# ---- design 1 ----
**Design 1: signal wires on met3**

Scale: 6 px per um. Cells faint in the background.
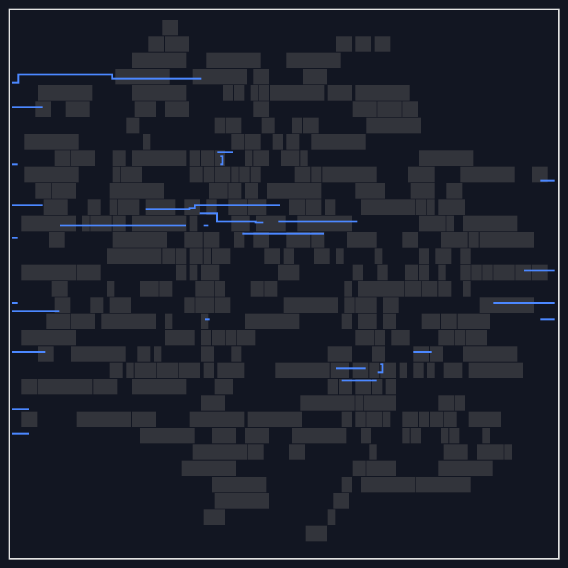

File: config.mk
export PLATFORM = sky130hd
export DESIGN_NAME = ring_freq_meter
export DESIGN_NICKNAME = d
export VERILOG_FILES = /design/src/rtl/ring_freq_meter.sv
export SDC_FILE = /design/constraint.sdc
export NUM_CORES = 1
export LEC_CHECK = 0
export ABC_CLOCK_PERIOD_IN_PS = 2600
export CAP_MARGIN = 10
export CORE_MARGIN = 1.5
export CORE_UTILIZATION = 35
export DETAILED_ROUTE_END_ITERATION = 12
export HOLD_SLACK_MARGIN = 0.1
export SLEW_MARGIN = 20
export SYNTH_ARGS = -nofsm -noshare
export SYNTH_HDL_FRONTEND = slang
export SYNTH_SLANG_ARGS = --single-unit
File: constraint.sdc
create_clock -name clk -period 2.6 [get_ports clk]
set_clock_uncertainty 0.1 [all_clocks]
set_input_delay 0.39 -clock clk [delete_from_list [all_inputs] [get_ports clk]]
set_output_delay 0.39 -clock clk [all_outputs]
set_load 0.1 [all_outputs]
File: src/rtl/ring_freq_meter.sv
// Ring-oscillator frequency meter: counts synchronized ring_clk rising edges over a
// GATE_CYCLES window. Define RING_FREQ_MINMAX_EN to add min_count/max_count tracking.
module ring_freq_meter #(
    parameter int GATE_CYCLES = 1000,
    parameter int CNT_W       = 16,
    parameter int SYNC_STAGES = 2
) (
    input  logic             clk,
    input  logic             rst,
    input  logic             start,
    input  logic             ring_clk,
    output logic             ring_en,
    output logic             busy,
    output logic             done,
    output logic [CNT_W-1:0] count,
    output logic             overflow
`ifdef RING_FREQ_MINMAX_EN
    ,
    output logic [CNT_W-1:0] min_count,
    output logic [CNT_W-1:0] max_count
`endif
);

    // state   | meaning
    // IDLE    | waiting for start, ring oscillator off
    // SETTLE  | ring on, flushing synchronizer and history, no counting
    // MEASURE | counting detected rising edges for GATE_CYCLES cycles
    // REPORT  | publish count/overflow, pulse done on exit
    typedef enum logic [1:0] {IDLE, SETTLE, MEASURE, REPORT} state_t;

    localparam int TMR_MAX = (GATE_CYCLES > SYNC_STAGES) ? GATE_CYCLES : SYNC_STAGES + 1;
    localparam int TMR_W   = $clog2(TMR_MAX + 1);
    localparam logic [TMR_W-1:0] SETTLE_LOAD = TMR_W'(SYNC_STAGES);
    localparam logic [TMR_W-1:0] GATE_LOAD   = TMR_W'(GATE_CYCLES - 1);
    localparam logic [CNT_W-1:0] CNT_MAX     = '1;

    state_t                 state_q, state_d;
    logic [TMR_W-1:0]       timer_q, timer_d;
    logic [SYNC_STAGES-1:0] sync_q, sync_d;
    logic                   hist_q, hist_d;
    logic [CNT_W-1:0]       cnt_q, cnt_d;
    logic                   ovf_q, ovf_d;
    logic                   ring_en_q, ring_en_d;
    logic                   busy_q, busy_d;
    logic                   done_q, done_d;
    logic [CNT_W-1:0]       count_q, count_d;
    logic                   overflow_q, overflow_d;
`ifdef RING_FREQ_MINMAX_EN
    logic [CNT_W-1:0]       min_q, min_d;
    logic [CNT_W-1:0]       max_q, max_d;
`endif
    logic                   rise;

    assign rise = sync_q[SYNC_STAGES-1] & ~hist_q;

    always_comb begin
        state_d    = state_q;
        timer_d    = timer_q;
        sync_d     = {sync_q[SYNC_STAGES-2:0], ring_clk};
        hist_d     = sync_q[SYNC_STAGES-1];
        cnt_d      = cnt_q;
        ovf_d      = ovf_q;
        ring_en_d  = ring_en_q;
        busy_d     = busy_q;
        done_d     = 1'b0;
        count_d    = count_q;
        overflow_d = overflow_q;
`ifdef RING_FREQ_MINMAX_EN
        min_d      = min_q;
        max_d      = max_q;
`endif
        case (state_q)
            IDLE: begin
                if (start) begin
                    state_d   = SETTLE;
                    timer_d   = SETTLE_LOAD;
                    cnt_d     = '0;
                    ovf_d     = 1'b0;
                    ring_en_d = 1'b1;
                    busy_d    = 1'b1;
                end
            end
            SETTLE: begin
                if (timer_q == '0) begin
                    state_d = MEASURE;
                    timer_d = GATE_LOAD;
                end else begin
                    timer_d = timer_q - 1'b1;
                end
            end
            MEASURE: begin
                if (rise) begin
                    if (cnt_q == CNT_MAX) ovf_d = 1'b1;
                    else                  cnt_d = cnt_q + 1'b1;
                end
                if (timer_q == '0) begin
                    state_d   = REPORT;
                    ring_en_d = 1'b0;
                end else begin
                    timer_d = timer_q - 1'b1;
                end
            end
            REPORT: begin
                state_d    = IDLE;
                busy_d     = 1'b0;
                done_d     = 1'b1;
                count_d    = cnt_q;
                overflow_d = ovf_q;
`ifdef RING_FREQ_MINMAX_EN
                // Reset values make the first report load both extremes naturally.
                if (cnt_q < min_q) min_d = cnt_q;
                if (cnt_q > max_q) max_d = cnt_q;
`endif
            end
            default: state_d = IDLE;
        endcase
    end

    always_ff @(posedge clk or posedge rst) begin
        if (rst) begin
            state_q    <= IDLE;
            timer_q    <= '0;
            sync_q     <= '0;
            hist_q     <= 1'b0;
            cnt_q      <= '0;
            ovf_q      <= 1'b0;
            ring_en_q  <= 1'b0;
            busy_q     <= 1'b0;
            done_q     <= 1'b0;
            count_q    <= '0;
            overflow_q <= 1'b0;
`ifdef RING_FREQ_MINMAX_EN
            min_q      <= '1;
            max_q      <= '0;
`endif
        end else begin
            state_q    <= state_d;
            timer_q    <= timer_d;
            sync_q     <= sync_d;
            hist_q     <= hist_d;
            cnt_q      <= cnt_d;
            ovf_q      <= ovf_d;
            ring_en_q  <= ring_en_d;
            busy_q     <= busy_d;
            done_q     <= done_d;
            count_q    <= count_d;
            overflow_q <= overflow_d;
`ifdef RING_FREQ_MINMAX_EN
            min_q      <= min_d;
            max_q      <= max_d;
`endif
        end
    end

    assign ring_en  = ring_en_q;
    assign busy     = busy_q;
    assign done     = done_q;
    assign count    = count_q;
    assign overflow = overflow_q;
`ifdef RING_FREQ_MINMAX_EN
    assign min_count = min_q;
    assign max_count = max_q;
`endif

endmodule
# ---- design 2 ----
$ cat config.mk
export PLATFORM = sky130hd
export DESIGN_NAME = alu_sequencer
export DESIGN_NICKNAME = d
export VERILOG_FILES = /design/src/rtl/alu_seq_pkg.sv /design/src/rtl/alu_sequencer_onehot_dec.sv /design/src/rtl/alu_sequencer.sv
export SDC_FILE = /design/constraint.sdc
export NUM_CORES = 1
export LEC_CHECK = 0
export CORE_MARGIN = 8
export CORE_UTILIZATION = 40
export CTS_BUF_LIST = sky130_fd_sc_hd__clkbuf_4 sky130_fd_sc_hd__clkbuf_8 sky130_fd_sc_hd__clkbuf_16
export CTS_CLUSTER_DIAMETER = 150
export CTS_CLUSTER_SIZE = 30
export DETAILED_ROUTE_END_ITERATION = 6
export PLACE_DENSITY = 0.79
export RECOVER_POWER = 50
export SETUP_SLACK_MARGIN = 0.05
export SYNTH_ARGS = -nofsm -noshare
export SYNTH_HDL_FRONTEND = slang
export SYNTH_SLANG_ARGS = --single-unit
export TNS_END_PERCENT = 20
$ cat constraint.sdc
create_clock -name CLKb -period 2.1 [get_ports CLKb]
set_clock_uncertainty 0.1 [all_clocks]
set_input_delay 0.525 -clock CLKb [delete_from_list [all_inputs] [get_ports CLKb]]
set_output_delay 0.525 -clock CLKb [all_outputs]
set_load 0.01 [all_outputs]
$ cat src/rtl/alu_seq_pkg.sv
// Shared types and instruction-field layout for the ALU sequencer.
package alu_seq_pkg;

  typedef enum logic [2:0] {
    IDLE = 3'd0,
    T1L  = 3'd1,
    T1   = 3'd2,
    T2   = 3'd3,
    T3   = 3'd4,
    DONE = 3'd5
  } seq_state_t;

  typedef enum logic [3:0] {
    OP_LOAD = 4'b0000,
    OP_COPY = 4'b0001,
    OP_ADD  = 4'b0010,
    OP_SUB  = 4'b0011,
    OP_NEG  = 4'b0100,
    OP_INV  = 4'b0101,
    OP_AND  = 4'b0110,
    OP_OR   = 4'b0111,
    OP_XOR  = 4'b1000,
    OP_SHL  = 4'b1001,
    OP_SHR  = 4'b1010,
    OP_ASR  = 4'b1011
  } alu_op_t;

  localparam int INSTR_W = 10;
  localparam int OP_LSB  = 6;
  localparam int RX_LSB  = 3;
  localparam int RY_LSB  = 0;

  // Opcodes above ASR have no ALU meaning.
  function automatic logic op_is_illegal(input logic [3:0] op);
    return (op > OP_ASR);
  endfunction

endpackage

$ cat src/rtl/alu_sequencer_onehot_dec.sv
// Binary register select to one-hot strobe vector, gated by an enable.
module onehot_dec #(
  parameter int RSW  = 3,
  parameter int NREG = 8
) (
  input  logic [RSW-1:0]  sel_i,
  input  logic            en_i,
  output logic [NREG-1:0] onehot_o
);

  always_comb begin
    onehot_o = '0;
    if (en_i) onehot_o[sel_i] = 1'b1;
  end

endmodule

$ cat src/rtl/alu_sequencer.sv
// Multi-cycle control FSM driving the ALU and register-file bus strobes.
// Optional illegal-opcode trap (Err port) enabled by ALU_SEQ_ILLEGAL_TRAP_EN.
module alu_sequencer
  import alu_seq_pkg::*;
#(
  parameter int NREG = 8,
  parameter int OPW  = 4,
  parameter int RSW  = 3
) (
  input  logic               CLKb,
  input  logic               Reset,
  input  logic               Exec,
  input  logic [INSTR_W-1:0] INSTR,
  output logic [OPW-1:0]     FN,
  output logic               Ain,
  output logic               Gin,
  output logic               Gout,
  output logic [NREG-1:0]    Rin,
  output logic [NREG-1:0]    Rout,
  output logic               ExtOut,
  output logic               Busy,
  output logic               Done
`ifdef ALU_SEQ_ILLEGAL_TRAP_EN
 ,output logic               Err
`endif
);

  seq_state_t         state_q, state_d;
  logic [INSTR_W-1:0] ir_q, ir_d;

  logic [OPW-1:0] ir_op, in_op;
  logic [RSW-1:0] ir_rx, ir_ry, rout_sel;
  logic           in_trap;
  logic           rin_en, rout_en;

  assign ir_op = ir_q[OP_LSB +: OPW];
  assign ir_rx = ir_q[RX_LSB +: RSW];
  assign ir_ry = ir_q[RY_LSB +: RSW];
  assign in_op = INSTR[OP_LSB +: OPW];

`ifdef ALU_SEQ_ILLEGAL_TRAP_EN
  assign in_trap = op_is_illegal(in_op);
  assign Err     = (state_q == DONE) && op_is_illegal(ir_op);
`else
  assign in_trap = 1'b0;
`endif

  always_ff @(posedge CLKb) begin
    if (Reset) begin
      state_q <= IDLE;
      ir_q    <= '0;
    end else begin
      state_q <= state_d;
      ir_q    <= ir_d;
    end
  end

  always_comb begin
    state_d = state_q;
    ir_d    = ir_q;
    case (state_q)
      IDLE: begin
        if (Exec) begin
          ir_d = INSTR;
          if (in_op == OP_LOAD) state_d = T1L;
          else if (in_trap)     state_d = DONE;
          else                  state_d = T1;
        end
      end
      T1L:     state_d = DONE;
      T1:      state_d = T2;
      T2:      state_d = T3;
      T3:      state_d = DONE;
      DONE:    state_d = IDLE;
      default: state_d = IDLE;
    endcase
  end

  // Strobes depend only on registered state and IR, so they are glitch-free for the ALU's negedge capture.
  always_comb begin
    FN       = '0;
    Ain      = 1'b0;
    Gin      = 1'b0;
    Gout     = 1'b0;
    ExtOut   = 1'b0;
    Done     = 1'b0;
    rin_en   = 1'b0;
    rout_en  = 1'b0;
    rout_sel = ir_rx;
    case (state_q)
      T1L: begin
        ExtOut = 1'b1;
        rin_en = 1'b1;
      end
      T1: begin
        rout_en  = 1'b1;
        rout_sel = ir_ry;
        Ain      = 1'b1;
      end
      T2: begin
        rout_en = 1'b1;
        FN      = ir_op;
        Gin     = 1'b1;
      end
      T3: begin
        Gout   = 1'b1;
        rin_en = 1'b1;
      end
      DONE:    Done = 1'b1;
      default: ;
    endcase
  end

  assign Busy = (state_q != IDLE);

  onehot_dec #(.RSW(RSW), .NREG(NREG)) u_rin_dec (
    .sel_i    (ir_rx),
    .en_i     (rin_en),
    .onehot_o (Rin)
  );

  onehot_dec #(.RSW(RSW), .NREG(NREG)) u_rout_dec (
    .sel_i    (rout_sel),
    .en_i     (rout_en),
    .onehot_o (Rout)
  );

endmodule
# ---- design 3 ----
$ cat config.mk
export PLATFORM = sky130hd
export DESIGN_NAME = demux_1xn_striper
export DESIGN_NICKNAME = d
export VERILOG_FILES = /design/src/rtl/demux_pkg.sv /design/src/rtl/demux_lane_ctr.sv /design/src/rtl/demux_1xn_striper.sv
export SDC_FILE = /design/constraint.sdc
export NUM_CORES = 1
export LEC_CHECK = 0
export ABC_AREA = 0
export CAP_MARGIN = 20
export CORE_MARGIN = 10
export CORE_UTILIZATION = 48
export CTS_CLUSTER_DIAMETER = 50
export CTS_CLUSTER_SIZE = 8
export DETAILED_ROUTE_END_ITERATION = 6
export GPL_TIMING_DRIVEN = 0
export PLACE_DENSITY_LB_ADDON = 0.15
export SYNTH_ARGS = -nofsm -noshare
export SYNTH_HDL_FRONTEND = slang
export SYNTH_SLANG_ARGS = --single-unit
export TNS_END_PERCENT = 20
$ cat constraint.sdc
create_clock -name clk -period 1.6 [get_ports clk]
set_input_delay 0.24 -clock clk [delete_from_list [all_inputs] [get_ports clk]]
set_output_delay 0.24 -clock clk [all_outputs]
set_load 0.05 [all_outputs]
$ cat src/rtl/demux_pkg.sv
// Shared definitions for the 1-to-N lane striper/gatherer.
package demux_pkg;

    // Default data word width in bits.
    localparam int DEF_WIDTH = 8;

    // Default output lane count. Must be a power of two.
    localparam int DEF_LANES = 2;

    // Per-group operating mode.
    // STRIPE: each word goes straight out on its own lane.
    // GATHER: words are collected, then emitted together as one group.
    typedef enum logic {
        STRIPE = 1'b0,
        GATHER = 1'b1
    } mode_e;

endpackage

$ cat src/rtl/demux_lane_ctr.sv
// Lane pointer for the striper. It counts accepted words modulo LANES and
// returns to lane 0 on a flush. Reset has priority over everything else.
module demux_lane_ctr #(
    parameter int LANES = 2,
    parameter int PTR_W = $clog2(LANES)
) (
    input  logic             clk,
    input  logic             reset,
    input  logic             inc_i,
    input  logic             clr_i,
    output logic [PTR_W-1:0] ptr_o
);

    localparam logic [PTR_W-1:0] LAST = PTR_W'(LANES - 1);

    logic [PTR_W-1:0] ptr_q;
    logic [PTR_W-1:0] ptr_d;

    // Next pointer value.
    // A flush overrides a same-cycle increment, so the next group starts at lane 0.
    always_comb begin
        ptr_d = ptr_q;
        if (clr_i) begin
            ptr_d = '0;
        end else if (inc_i) begin
            ptr_d = (ptr_q == LAST) ? '0 : ptr_q + PTR_W'(1);
        end
    end

    // Pointer register, with synchronous reset.
    always_ff @(posedge clk) begin
        if (reset) begin
            ptr_q <= '0;
        end else begin
            ptr_q <= ptr_d;
        end
    end

    assign ptr_o = ptr_q;

endmodule

$ cat src/rtl/demux_1xn_striper.sv
// 1-to-N word demux.
// STRIPE mode: each word lands on lane lane_ptr one cycle later.
// GATHER mode: words are collected into a buffer and released together, either
// when the group is full or when a flush arrives.
// The mode is sampled only at the start of a group (lane_ptr == 0), so a group
// never changes mode partway through.
module demux_1xn_striper
    import demux_pkg::*;
#(
    parameter int WIDTH = DEF_WIDTH,
    parameter int LANES = DEF_LANES
) (
    input  logic                   clk,
    input  logic                   reset,
    input  logic [WIDTH-1:0]       data_in,
    input  logic                   valid_in,
    input  logic                   mode,
    input  logic                   flush,
    output logic [LANES*WIDTH-1:0] data_out,
    output logic [LANES-1:0]       valid_out,
    output logic                   busy
);

    localparam int               PTR_W = $clog2(LANES);
    localparam logic [PTR_W-1:0] LAST  = PTR_W'(LANES - 1);

    logic [PTR_W-1:0] lane_ptr;
    logic             ptr_zero;
    mode_e            mode_q;
    mode_e            eff_mode;
    logic             is_gather;
    logic             grp_emit;

    // Lanes already written in the current group (strictly below lane_ptr).
    logic [LANES-1:0] below_ptr;

    demux_lane_ctr #(
        .LANES (LANES),
        .PTR_W (PTR_W)
    ) u_lane_ctr (
        .clk   (clk),
        .reset (reset),
        .inc_i (valid_in),
        .clr_i (flush),
        .ptr_o (lane_ptr)
    );

    assign ptr_zero  = (lane_ptr == '0);
    assign busy      = !ptr_zero;
    assign eff_mode  = ptr_zero ? mode_e'(mode) : mode_q;
    assign is_gather = (eff_mode == GATHER);

    // A gathered group is emitted in two cases:
    //  - the word for the last lane arrives (the group is complete), or
    //  - a flush arrives while the group holds at least one word, counting
    //    any word that arrives in the same cycle.
    assign grp_emit = is_gather &&
                      ((valid_in && (lane_ptr == LAST)) ||
                       (flush && (!ptr_zero || valid_in)));

    // Thermometer mask of lanes filled before the current word.
    always_comb begin
        below_ptr = '0;
        for (int i = 0; i < LANES; i++) begin
            below_ptr[i] = (i < int'(lane_ptr));
        end
    end

    // Latch the mode at the start of each group. It holds until lane_ptr
    // returns to 0.
    always_ff @(posedge clk) begin
        if (reset) begin
            mode_q <= STRIPE;
        end else if (ptr_zero) begin
            mode_q <= mode_e'(mode);
        end
    end

    // Per-lane datapath: gather buffer, output data register and output valid.
    for (genvar k = 0; k < LANES; k++) begin : g_lane
        localparam logic [PTR_W-1:0] K = PTR_W'(k);

        logic             hit;
        logic             filled;
        logic [WIDTH-1:0] buf_q;
        logic [WIDTH-1:0] buf_d;
        logic [WIDTH-1:0] dout_q;
        logic [WIDTH-1:0] dout_d;
        logic             vout_q;
        logic             vout_d;

        assign hit    = valid_in && (lane_ptr == K);
        assign filled = below_ptr[k] || hit;

        // Next state for this lane.
        // On an emission, lanes with no word go out as 0 and the buffer clears.
        // In STRIPE mode, lanes that are not written keep their data but drop
        // their valid bit.
        always_comb begin
            buf_d  = buf_q;
            dout_d = dout_q;
            vout_d = 1'b0;
            if (grp_emit) begin
                buf_d  = '0;
                dout_d = filled ? (hit ? data_in : buf_q) : '0;
                vout_d = filled;
            end else if (is_gather) begin
                if (hit) begin
                    buf_d = data_in;
                end
            end else if (hit) begin
                dout_d = data_in;
                vout_d = 1'b1;
            end
        end

        // Lane registers. Reset clears them and drops any partial group.
        always_ff @(posedge clk) begin
            if (reset) begin
                buf_q  <= '0;
                dout_q <= '0;
                vout_q <= 1'b0;
            end else begin
                buf_q  <= buf_d;
                dout_q <= dout_d;
                vout_q <= vout_d;
            end
        end

        assign data_out[k*WIDTH +: WIDTH] = dout_q;
        assign valid_out[k]               = vout_q;
    end

endmodule

# ---- design 4 ----
`config.mk`:
```
export PLATFORM = sky130hd
export DESIGN_NAME = ad_spi_cfg
export DESIGN_NICKNAME = d
export VERILOG_FILES = /design/src/rtl/ad_spi_cfg.sv
export SDC_FILE = /design/constraint.sdc
export NUM_CORES = 1
export LEC_CHECK = 0
export CAP_MARGIN = 30
export CORE_MARGIN = 3
export CORE_UTILIZATION = 55
export CTS_CLUSTER_DIAMETER = 120
export CTS_CLUSTER_SIZE = 30
export DETAILED_ROUTE_END_ITERATION = 6
export PLACE_DENSITY = 0.69
export REMOVE_ABC_BUFFERS = 1
export SETUP_SLACK_MARGIN = 0.15
export SYNTH_ARGS = -nofsm -noshare
export SYNTH_HDL_FRONTEND = slang
export SYNTH_SLANG_ARGS = --single-unit
```
`constraint.sdc`:
```
create_clock -name CLK -period 2.1 [get_ports CLK]
set_clock_uncertainty 0.2 [all_clocks]
set_input_delay 0.42 -clock CLK [delete_from_list [all_inputs] [get_ports CLK]]
set_output_delay 0.42 -clock CLK [all_outputs]
set_load 0.05 [all_outputs]
```
`src/rtl/ad_spi_cfg.sv`:
```
// Power-up configuration sequencer for the dual 14-bit ADC: writes a fixed
// register table over the 3-wire SPI port after reset, or again on a start pulse.
`timescale 1ns / 1ps

module ad_spi_cfg #(
   parameter int CLK_DIV   = 4,     // CLK cycles per SCLK half-period, >= 2
   parameter int PWRUP_CYC = 1000,  // >= 1
   parameter int GAP_CYC   = 8,     // >= 1
   parameter int NUM_REGS  = 4
) (
   input  logic       CLK,
   input  logic       Rst,
   input  logic       start,
   output logic       ADA_SPI_CS,
   output logic       AD_SCLK,
   output logic       AD_SDIO,
   output logic       busy,
   output logic       cfg_done,
   output logic [2:0] dbg_state_o
);

   localparam int HALF_W   = $clog2(CLK_DIV) + 1;
   localparam int WAIT_MAX = (PWRUP_CYC > GAP_CYC) ? PWRUP_CYC : GAP_CYC;
   localparam int WAIT_W   = $clog2(WAIT_MAX + 1);
   localparam int IDX_W    = (NUM_REGS > 1) ? $clog2(NUM_REGS) : 1;

   localparam logic [HALF_W-1:0] HALF_LAST  = HALF_W'(CLK_DIV - 1);
   localparam logic [WAIT_W-1:0] PWRUP_LAST = WAIT_W'(PWRUP_CYC - 1);
   localparam logic [WAIT_W-1:0] GAP_LAST   = WAIT_W'(GAP_CYC - 1);
   localparam logic [IDX_W-1:0]  IDX_LAST   = IDX_W'(NUM_REGS - 1);
   localparam logic [4:0]        BIT_LAST   = 5'd23;

   typedef enum logic [2:0] {
      S_PWRUP    = 3'd0,
      S_LOAD     = 3'd1,
      S_CS_SETUP = 3'd2,
      S_SHIFT    = 3'd3,
      S_CS_HOLD  = 3'd4,
      S_GAP      = 3'd5,
      S_DONE     = 3'd6
   } state_t;

   state_t              state_q;
   logic [WAIT_W-1:0]   wait_q;
   logic [HALF_W-1:0]   half_q;
   logic [4:0]          bit_q;
   logic [IDX_W-1:0]    idx_q;
   logic [23:0]         sh_q;
   logic                cs_q;
   logic                sclk_q;
   logic                sdio_q;
   logic                busy_q;
   logic                done_q;
   logic [23:0]         tbl_word;

   // Frame layout: R/W=0, W1:W0=00 (single data byte), 13-bit address, data.
   function automatic logic [23:0] cfg_word(input logic [IDX_W-1:0] i);
      logic [12:0] addr;
      logic [7:0]  data;
      case (8'(i))
         8'd0:    begin addr = 13'h000; data = 8'h18; end  // MSB first, SDO config
         8'd1:    begin addr = 13'h014; data = 8'h01; end  // two's-complement output
         8'd2:    begin addr = 13'h016; data = 8'h00; end  // default clock phase
         8'd3:    begin addr = 13'h0FF; data = 8'h01; end  // transfer / latch
         default: begin addr = 13'h000; data = 8'h00; end
      endcase
      return {1'b0, 2'b00, addr, data};
   endfunction

   assign tbl_word = cfg_word(idx_q);

   always_ff @(posedge CLK or posedge Rst) begin
      if (Rst) begin
         state_q <= S_PWRUP;
         wait_q  <= '0;
         half_q  <= '0;
         bit_q   <= '0;
         idx_q   <= '0;
         sh_q    <= '0;
         cs_q    <= 1'b1;
         sclk_q  <= 1'b0;
         sdio_q  <= 1'b0;
         busy_q  <= 1'b0;
         done_q  <= 1'b0;
      end else begin
         case (state_q)
            S_PWRUP: begin
               busy_q <= 1'b1;
               if (wait_q == PWRUP_LAST) begin
                  wait_q  <= '0;
                  state_q <= S_LOAD;
               end else begin
                  wait_q <= wait_q + 1'b1;
               end
            end

            S_LOAD: begin
               sh_q    <= tbl_word;
               sdio_q  <= tbl_word[23];
               cs_q    <= 1'b0;
               half_q  <= '0;
               bit_q   <= '0;
               state_q <= S_CS_SETUP;
            end

            S_CS_SETUP: begin
               if (half_q == HALF_LAST) begin
                  half_q  <= '0;
                  sclk_q  <= 1'b1;
                  state_q <= S_SHIFT;
               end else begin
                  half_q <= half_q + 1'b1;
               end
            end

            // Each bit is one full SCLK period: high half, then low half.
            // Data moves on the falling edge so it is stable for CLK_DIV
            // cycles before the ADC samples it on the next rising edge.
            S_SHIFT: begin
               if (half_q == HALF_LAST) begin
                  half_q <= '0;
                  if (sclk_q) begin
                     sclk_q <= 1'b0;
                     sh_q   <= {sh_q[22:0], 1'b0};
                     sdio_q <= (bit_q == BIT_LAST) ? 1'b0 : sh_q[22];
                  end else if (bit_q == BIT_LAST) begin
                     state_q <= S_CS_HOLD;
                  end else begin
                     sclk_q <= 1'b1;
                     bit_q  <= bit_q + 5'd1;
                  end
               end else begin
                  half_q <= half_q + 1'b1;
               end
            end

            S_CS_HOLD: begin
               if (half_q == HALF_LAST) begin
                  half_q  <= '0;
                  cs_q    <= 1'b1;
                  wait_q  <= '0;
                  state_q <= S_GAP;
               end else begin
                  half_q <= half_q + 1'b1;
               end
            end

            // idx saturates at the last entry; DONE is terminal until start.
            S_GAP: begin
               if (wait_q == GAP_LAST) begin
                  wait_q <= '0;
                  if (idx_q == IDX_LAST) begin
                     state_q <= S_DONE;
                     busy_q  <= 1'b0;
                     done_q  <= 1'b1;
                  end else begin
                     idx_q   <= idx_q + 1'b1;
                     state_q <= S_LOAD;
                  end
               end else begin
                  wait_q <= wait_q + 1'b1;
               end
            end

            S_DONE: begin
               if (start) begin
                  idx_q   <= '0;
                  done_q  <= 1'b0;
                  busy_q  <= 1'b1;
                  state_q <= S_LOAD;
               end
            end

            default: begin
               state_q <= S_PWRUP;
            end
         endcase
      end
   end

   assign ADA_SPI_CS  = cs_q;
   assign AD_SCLK     = sclk_q;
   assign AD_SDIO     = sdio_q;
   assign busy        = busy_q;
   assign cfg_done    = done_q;
   assign dbg_state_o = state_q;

endmodule
```

==> gallery <==
Met2 routing.
shot_01.png
Scale: 6 px per um.
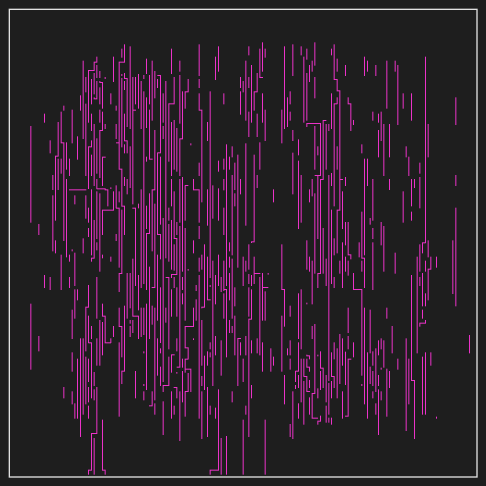
shot_02.png
Scale: 6 px per um.
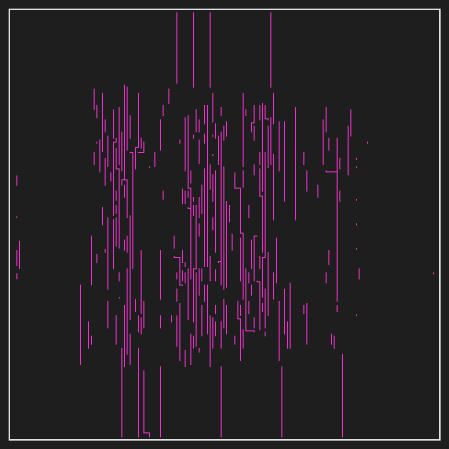
shot_03.png
Scale: 8 px per um.
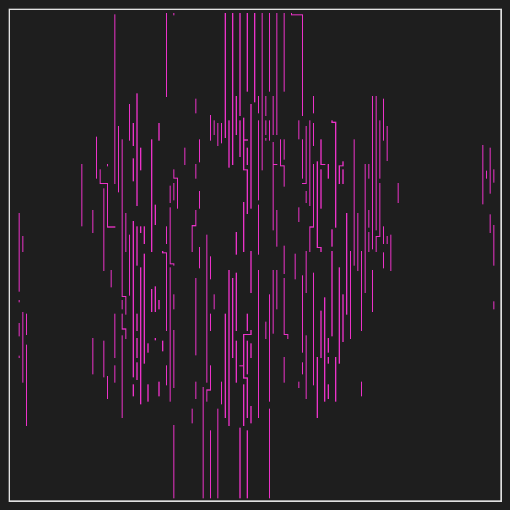
shot_04.png
Scale: 4 px per um.
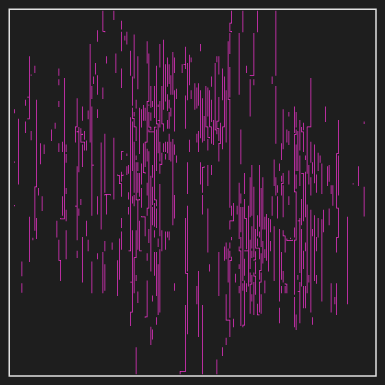
| from | picture |
|---|---|
| design 2 | shot_03.png |
| design 3 | shot_02.png |
| design 4 | shot_01.png |
| design 1 | shot_04.png |

**Design 1: congestion heat map**

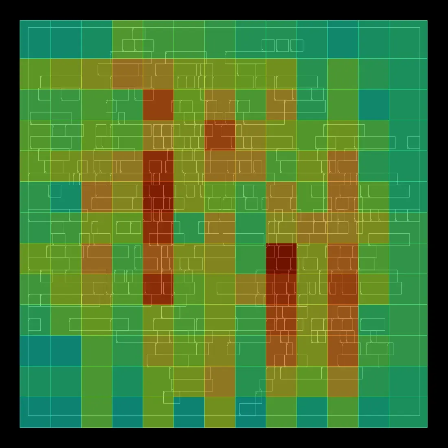
final core utilization: 0.415
GRT met1 Usage: 0.208
Total Routing Usage GR: 0.150
Routed WL per cell: 15.0 um

Notes on 'signal wires on met3' of design 1 above:
24 nets have wire on it. The longest straight run is 20.7 um.
met3 Resource Use GR: 0.0293
drt total wl: 5.90 mm

==> results.txt, design 1 <==
Tcrit/Tclk final - 0.868
First-pass GRT wire length - 10.2 mm
Metal2 WL - 2.79 mm
CP Depth - 7
CP arrival - 2380 ps
Post-route antenna net violation count - 0
CP endpoint kind - register
Outcome - completed
Max stage delay cell, worst path - or4_1
#MultiIn Comb - 187
Clk pwr share - 0.307
Final Hold Viols - 0
Flop share of the area - 0.410
Net switching fraction of the power - 0.252
Worst hold stages - 0
Fillers - 744
Initial antenna violation count - 0
Power Combinational - 0.0000974 W
design 1: routing by layer:
layer / up-vias / track usage
li1: 1047 / -
met2: 36 / 0.241
met1: 1007 / 0.208
met3: 4 / 0.0293
met4: 0 / 0.0378
met5: - / 0
design 1: cells by family (layout without fill, tap and decap cells):
kind of cell               count (synthesis)  after routing  share of synthesized area
and+or+nand+nor                           84             84                      0.186
AOI/OAI and AO/OA                         67             67                      0.163
DFF                                       52             52                      0.476
muxes                                     30             30                      0.123
buffers and inverters                     17             51                     0.0243
adders and majority gates                  6              6                     0.0275
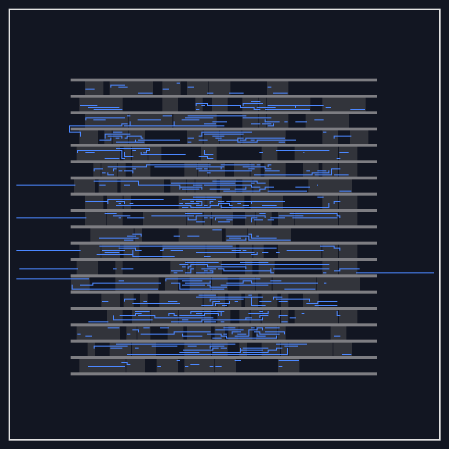
**Above:** design 3 (the metal 1 layer).
Scale: 6 px per um. Supply wires on this layer in grey. Cells faint in the background.
The layer holds 46% of the routed length. The wires run mostly horizontal. The layer carries 1300 um of wire. 159 nets have wire on it. The longest straight run is 26.7 um.
drt total wl: 2.84 mm
vias: 1057

==> results.txt, design 3 <==
Largest net degree at the start of global routing - 16
Post-synth EDFFs - 0
Worst hold stages - 3
Seq/Total Area, Yosys - 0.440
Total CTS buffers - 3
Slew at the pin with the worst max-slew slack - 507 ps
Logic area - 624 um^2
Adder-cell share of the synthesized area - 0
Boundary Pins - 32
Max Transition Viols Final - 0
CP cell instances - buf_2 -> nor2b_4 -> buf_6 -> buf_8 -> mux2i_1 -> a211oi_1 -> a21o_1
Flop Count - 28
Largest class - multi-input combinational cells
Post-cts resize count - 19
Fmax - 0.658 GHz
Diode count - 0
CORE AREA - 0.00250 mm^2
Non-filler cells, final - 197
Metal2 WL - 1.25 mm
Cell count after synthesis - 133
Hold Path End - u_lane_ctr.ptr_o$_SDFFE_PP0P_
Clock buffer count - 4
OpenROAD warning count - 26
WS Path Type - register to register
RSZ-0062 raised after global routing - false
Area share, top type - 0.440
Cell Type Count - 27
Outcome - completed
Layout cell share with drive strength beyond 1 - 0.126
Worst-Skew Late Latency - 330 ps
Power, Total - 0.00139 W
Min-Delay Startpoint - valid_in
Max stage delay cell, worst path - dfxtp_2
Power Internal - 0.000994 W
GR Util met2 - 0.172
Yosys stat cell total - 133
Init Core Util - 0.510
Met3 Resource Use GR - 0.0468
Multi-input combinational area share - 0.384
Largest cells by area after synthesis - dfxtp_1 (44%), a211oi_1 (9.4%), mux2i_1 (6.3%)
## design 3: registers in the layout, indices dropped and copies added, names as in the netlist
| name | flops |
|---|---|
| g_lane.vout_q | 2 |
| g_lane.dout_q | 16 |
| u_lane_ctr.ptr_o | 1 |
| g_lane.buf_q | 8 |
| mode_q | 1 |
## design 3: critical path, delay by kind of cell (launching register included)
| kind | cells | cell delay (ps) |
|---|---|---|
| and+or+nand+nor | 1 | 120 |
| DFF | 1 | 340 |
| muxes | 1 | 240 |
| AOI/OAI and AO/OA | 2 | 270 |
| buffers and inverters | 3 | 460 |
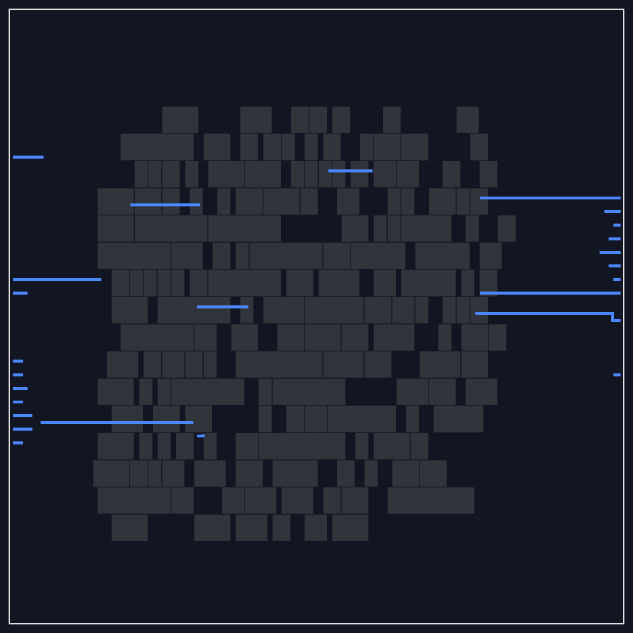
**Above:** design 2 (signal wires on met3).
Scale: 10 px per um. Cells faint in the background.
The longest straight run is 14.9 um. The wires run mostly horizontal. The layer carries 98.8 um of wire.
vias: 934
drt total wl: 2.51 mm
met3 Resource Use GR: 0.0334

==> results.txt, design 2 <==
Outcome - finished, violations left
Failing checks - setup timing
Final Worst Setup Slack - -105 ps
CP endpoint kind - output port
Root Buffer - clkbuf_4
Clk buf depth - 2
WS Path Type - register to output port
First-pass GRT wire length - 3.95 mm
Flop Count - 13
Setup Viol. Count Final - 19
Slowest Stage Delay on Critical Path - 390 ps
Synth Area per Inst - 7.67 um^2
Post-route antenna net violation count - 0
Final hold slack - 352 ps
Seq. pwr - 0.000327 W
Worst hold stages - 2
Power, Total - 0.000994 W
#MultiIn Comb - 87
Net Sw Power - 0.000357 W
Cell Rows - 16
Synth Warn # - 0
Vias per Instance - 4.94
Largest class - multi-input combinational cells
Diode count - 0
CP Launch Point - state_q[2]$_SDFFE_PP0P_
# Taps - 27
Max Used Layer - met4
Nets at Floorplan - 120
==> design 2: synth_stat cells (2+ instances only) <==
cell | n | area [um^2]
mux2_2 | 4 | 45.0
a21oi_1 | 12 | 60.1
and3_1 | 4 | 25.0
nand2_1 | 23 | 86.3
buf_6 | 3 | 33.8
nand2b_1 | 5 | 31.3
clkbuf_1 | 2 | 7.51
dfxtp_1 | 13 | 260
and2b_1 | 2 | 15.0
nor2_1 | 19 | 71.3
==> design 2: repair_timing <==
action,CTS,global route
resized,72,17
setup endpoints to repair,26,25
pin swaps,4,5
buffers inserted,2,2
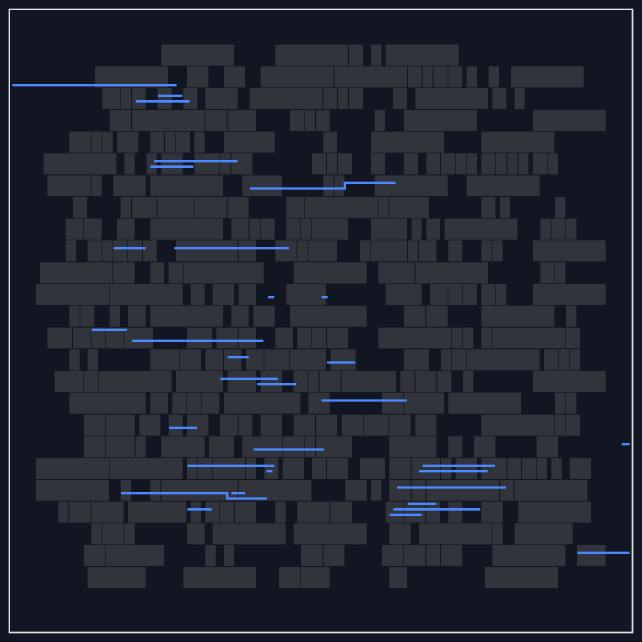
**Above:** design 4 (signal wires on met3).
Scale: 8 px per um. Cells faint in the background.
The wires run mostly horizontal. The longest straight run is 20.2 um. The layer carries 229 um of wire. The layer holds 3.8% of the routed length.
vias: 2412
drt total wl: 5.98 mm
met3 Resource Use GR: 0.0348

==> results.txt, design 4 <==
Metal-1 WL - 2.66 mm
Hold Crit Class - register to register
Cell count after synthesis - 313
Area share, top type - 0.442
Setup TNS - 0 ps
Ys flop type - dfrtp_1
Worst-Skew Late Latency - 300 ps
CTS tree - done
Outcome - completed
Top Layout Cells - nand2_1 (54), dfrtp_1 (47), o21ai_0 (34), buf_4 (30), a21oi_1 (19)
LEAKAGE - 1.39 nW
Detailed Routing Iterations Pass 1 - 7
Routed WL per cell - 14.8 um
Ys async rst share - 1.00
Share of power burned in registers - 0.355
Tcrit/Tclk final - 0.928
Clk buf depth - 2
Final min period - 1950 ps
Metal2 WL - 3.02 mm
Area grow syn2layout - 18.2%
Biggest register - sh_q
Slowest Stage Delay on Critical Path - 550 ps
Setup crit end - dbg_state_o[2]$_DFFE_PP0P_
Die height - 77.7 um
Post-CTS Setup Repair Bufs - 0
Post-synth EDFFs - 0
RePlAce Congestion - 0.852
GRT met1 Usage - 0.287
Hold Path End - sh_q[4]$_DFFE_PP0P_
Cell Type Count - 61
Initial DRC count - 176
Fmax - 0.513 GHz
Max Used Layer - met4
CP cell instances - or4_4 -> o31a_4 -> a211oi_2 -> mux2i_1
H-Tree Depth - 2
Power Internal - 0.00229 W
Comb power frac - 0.508
## design 4: layout make-up
type / count / area [um^2]
Multi-Input combinational cell: 233 / 1530
Fill cell: 385 / 1510
Sequential cell: 51 / 1280
Timing Repair Buffer: 36 / 325
Tap cell: 67 / 83.8
Clock buffer: 6 / 72.6
Inverter: 10 / 37.5
Clock inverter: 2 / 12.5
## design 4: kinds of logic after synthesis
kind of cell | after synthesis | share of synthesized area
AOI/OAI and AO/OA | 95 | 0.216
and+or+nand+nor | 123 | 0.230
adders and majority gates | 8 | 0.0354
DFF | 51 | 0.452
buffers and inverters | 30 | 0.0447
muxes | 6 | 0.0221


==> notes/layouts.md <==
Pictures saved along the way, in no particular order.

Congestion heat map.
picture 1
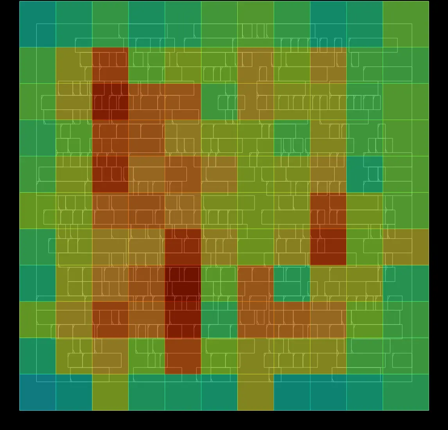
picture 2
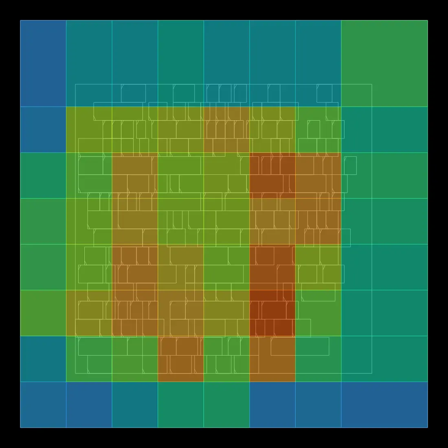
picture 3
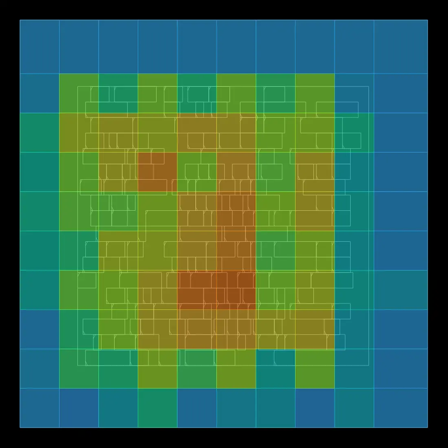
Of these, highest track usage: picture 1
Of these, lowest track usage: picture 3
- design 4 = picture 1
- design 3 = picture 3
- design 2 = picture 2

Power figures rest on the tool's default switching activity, not on a simulated workload.
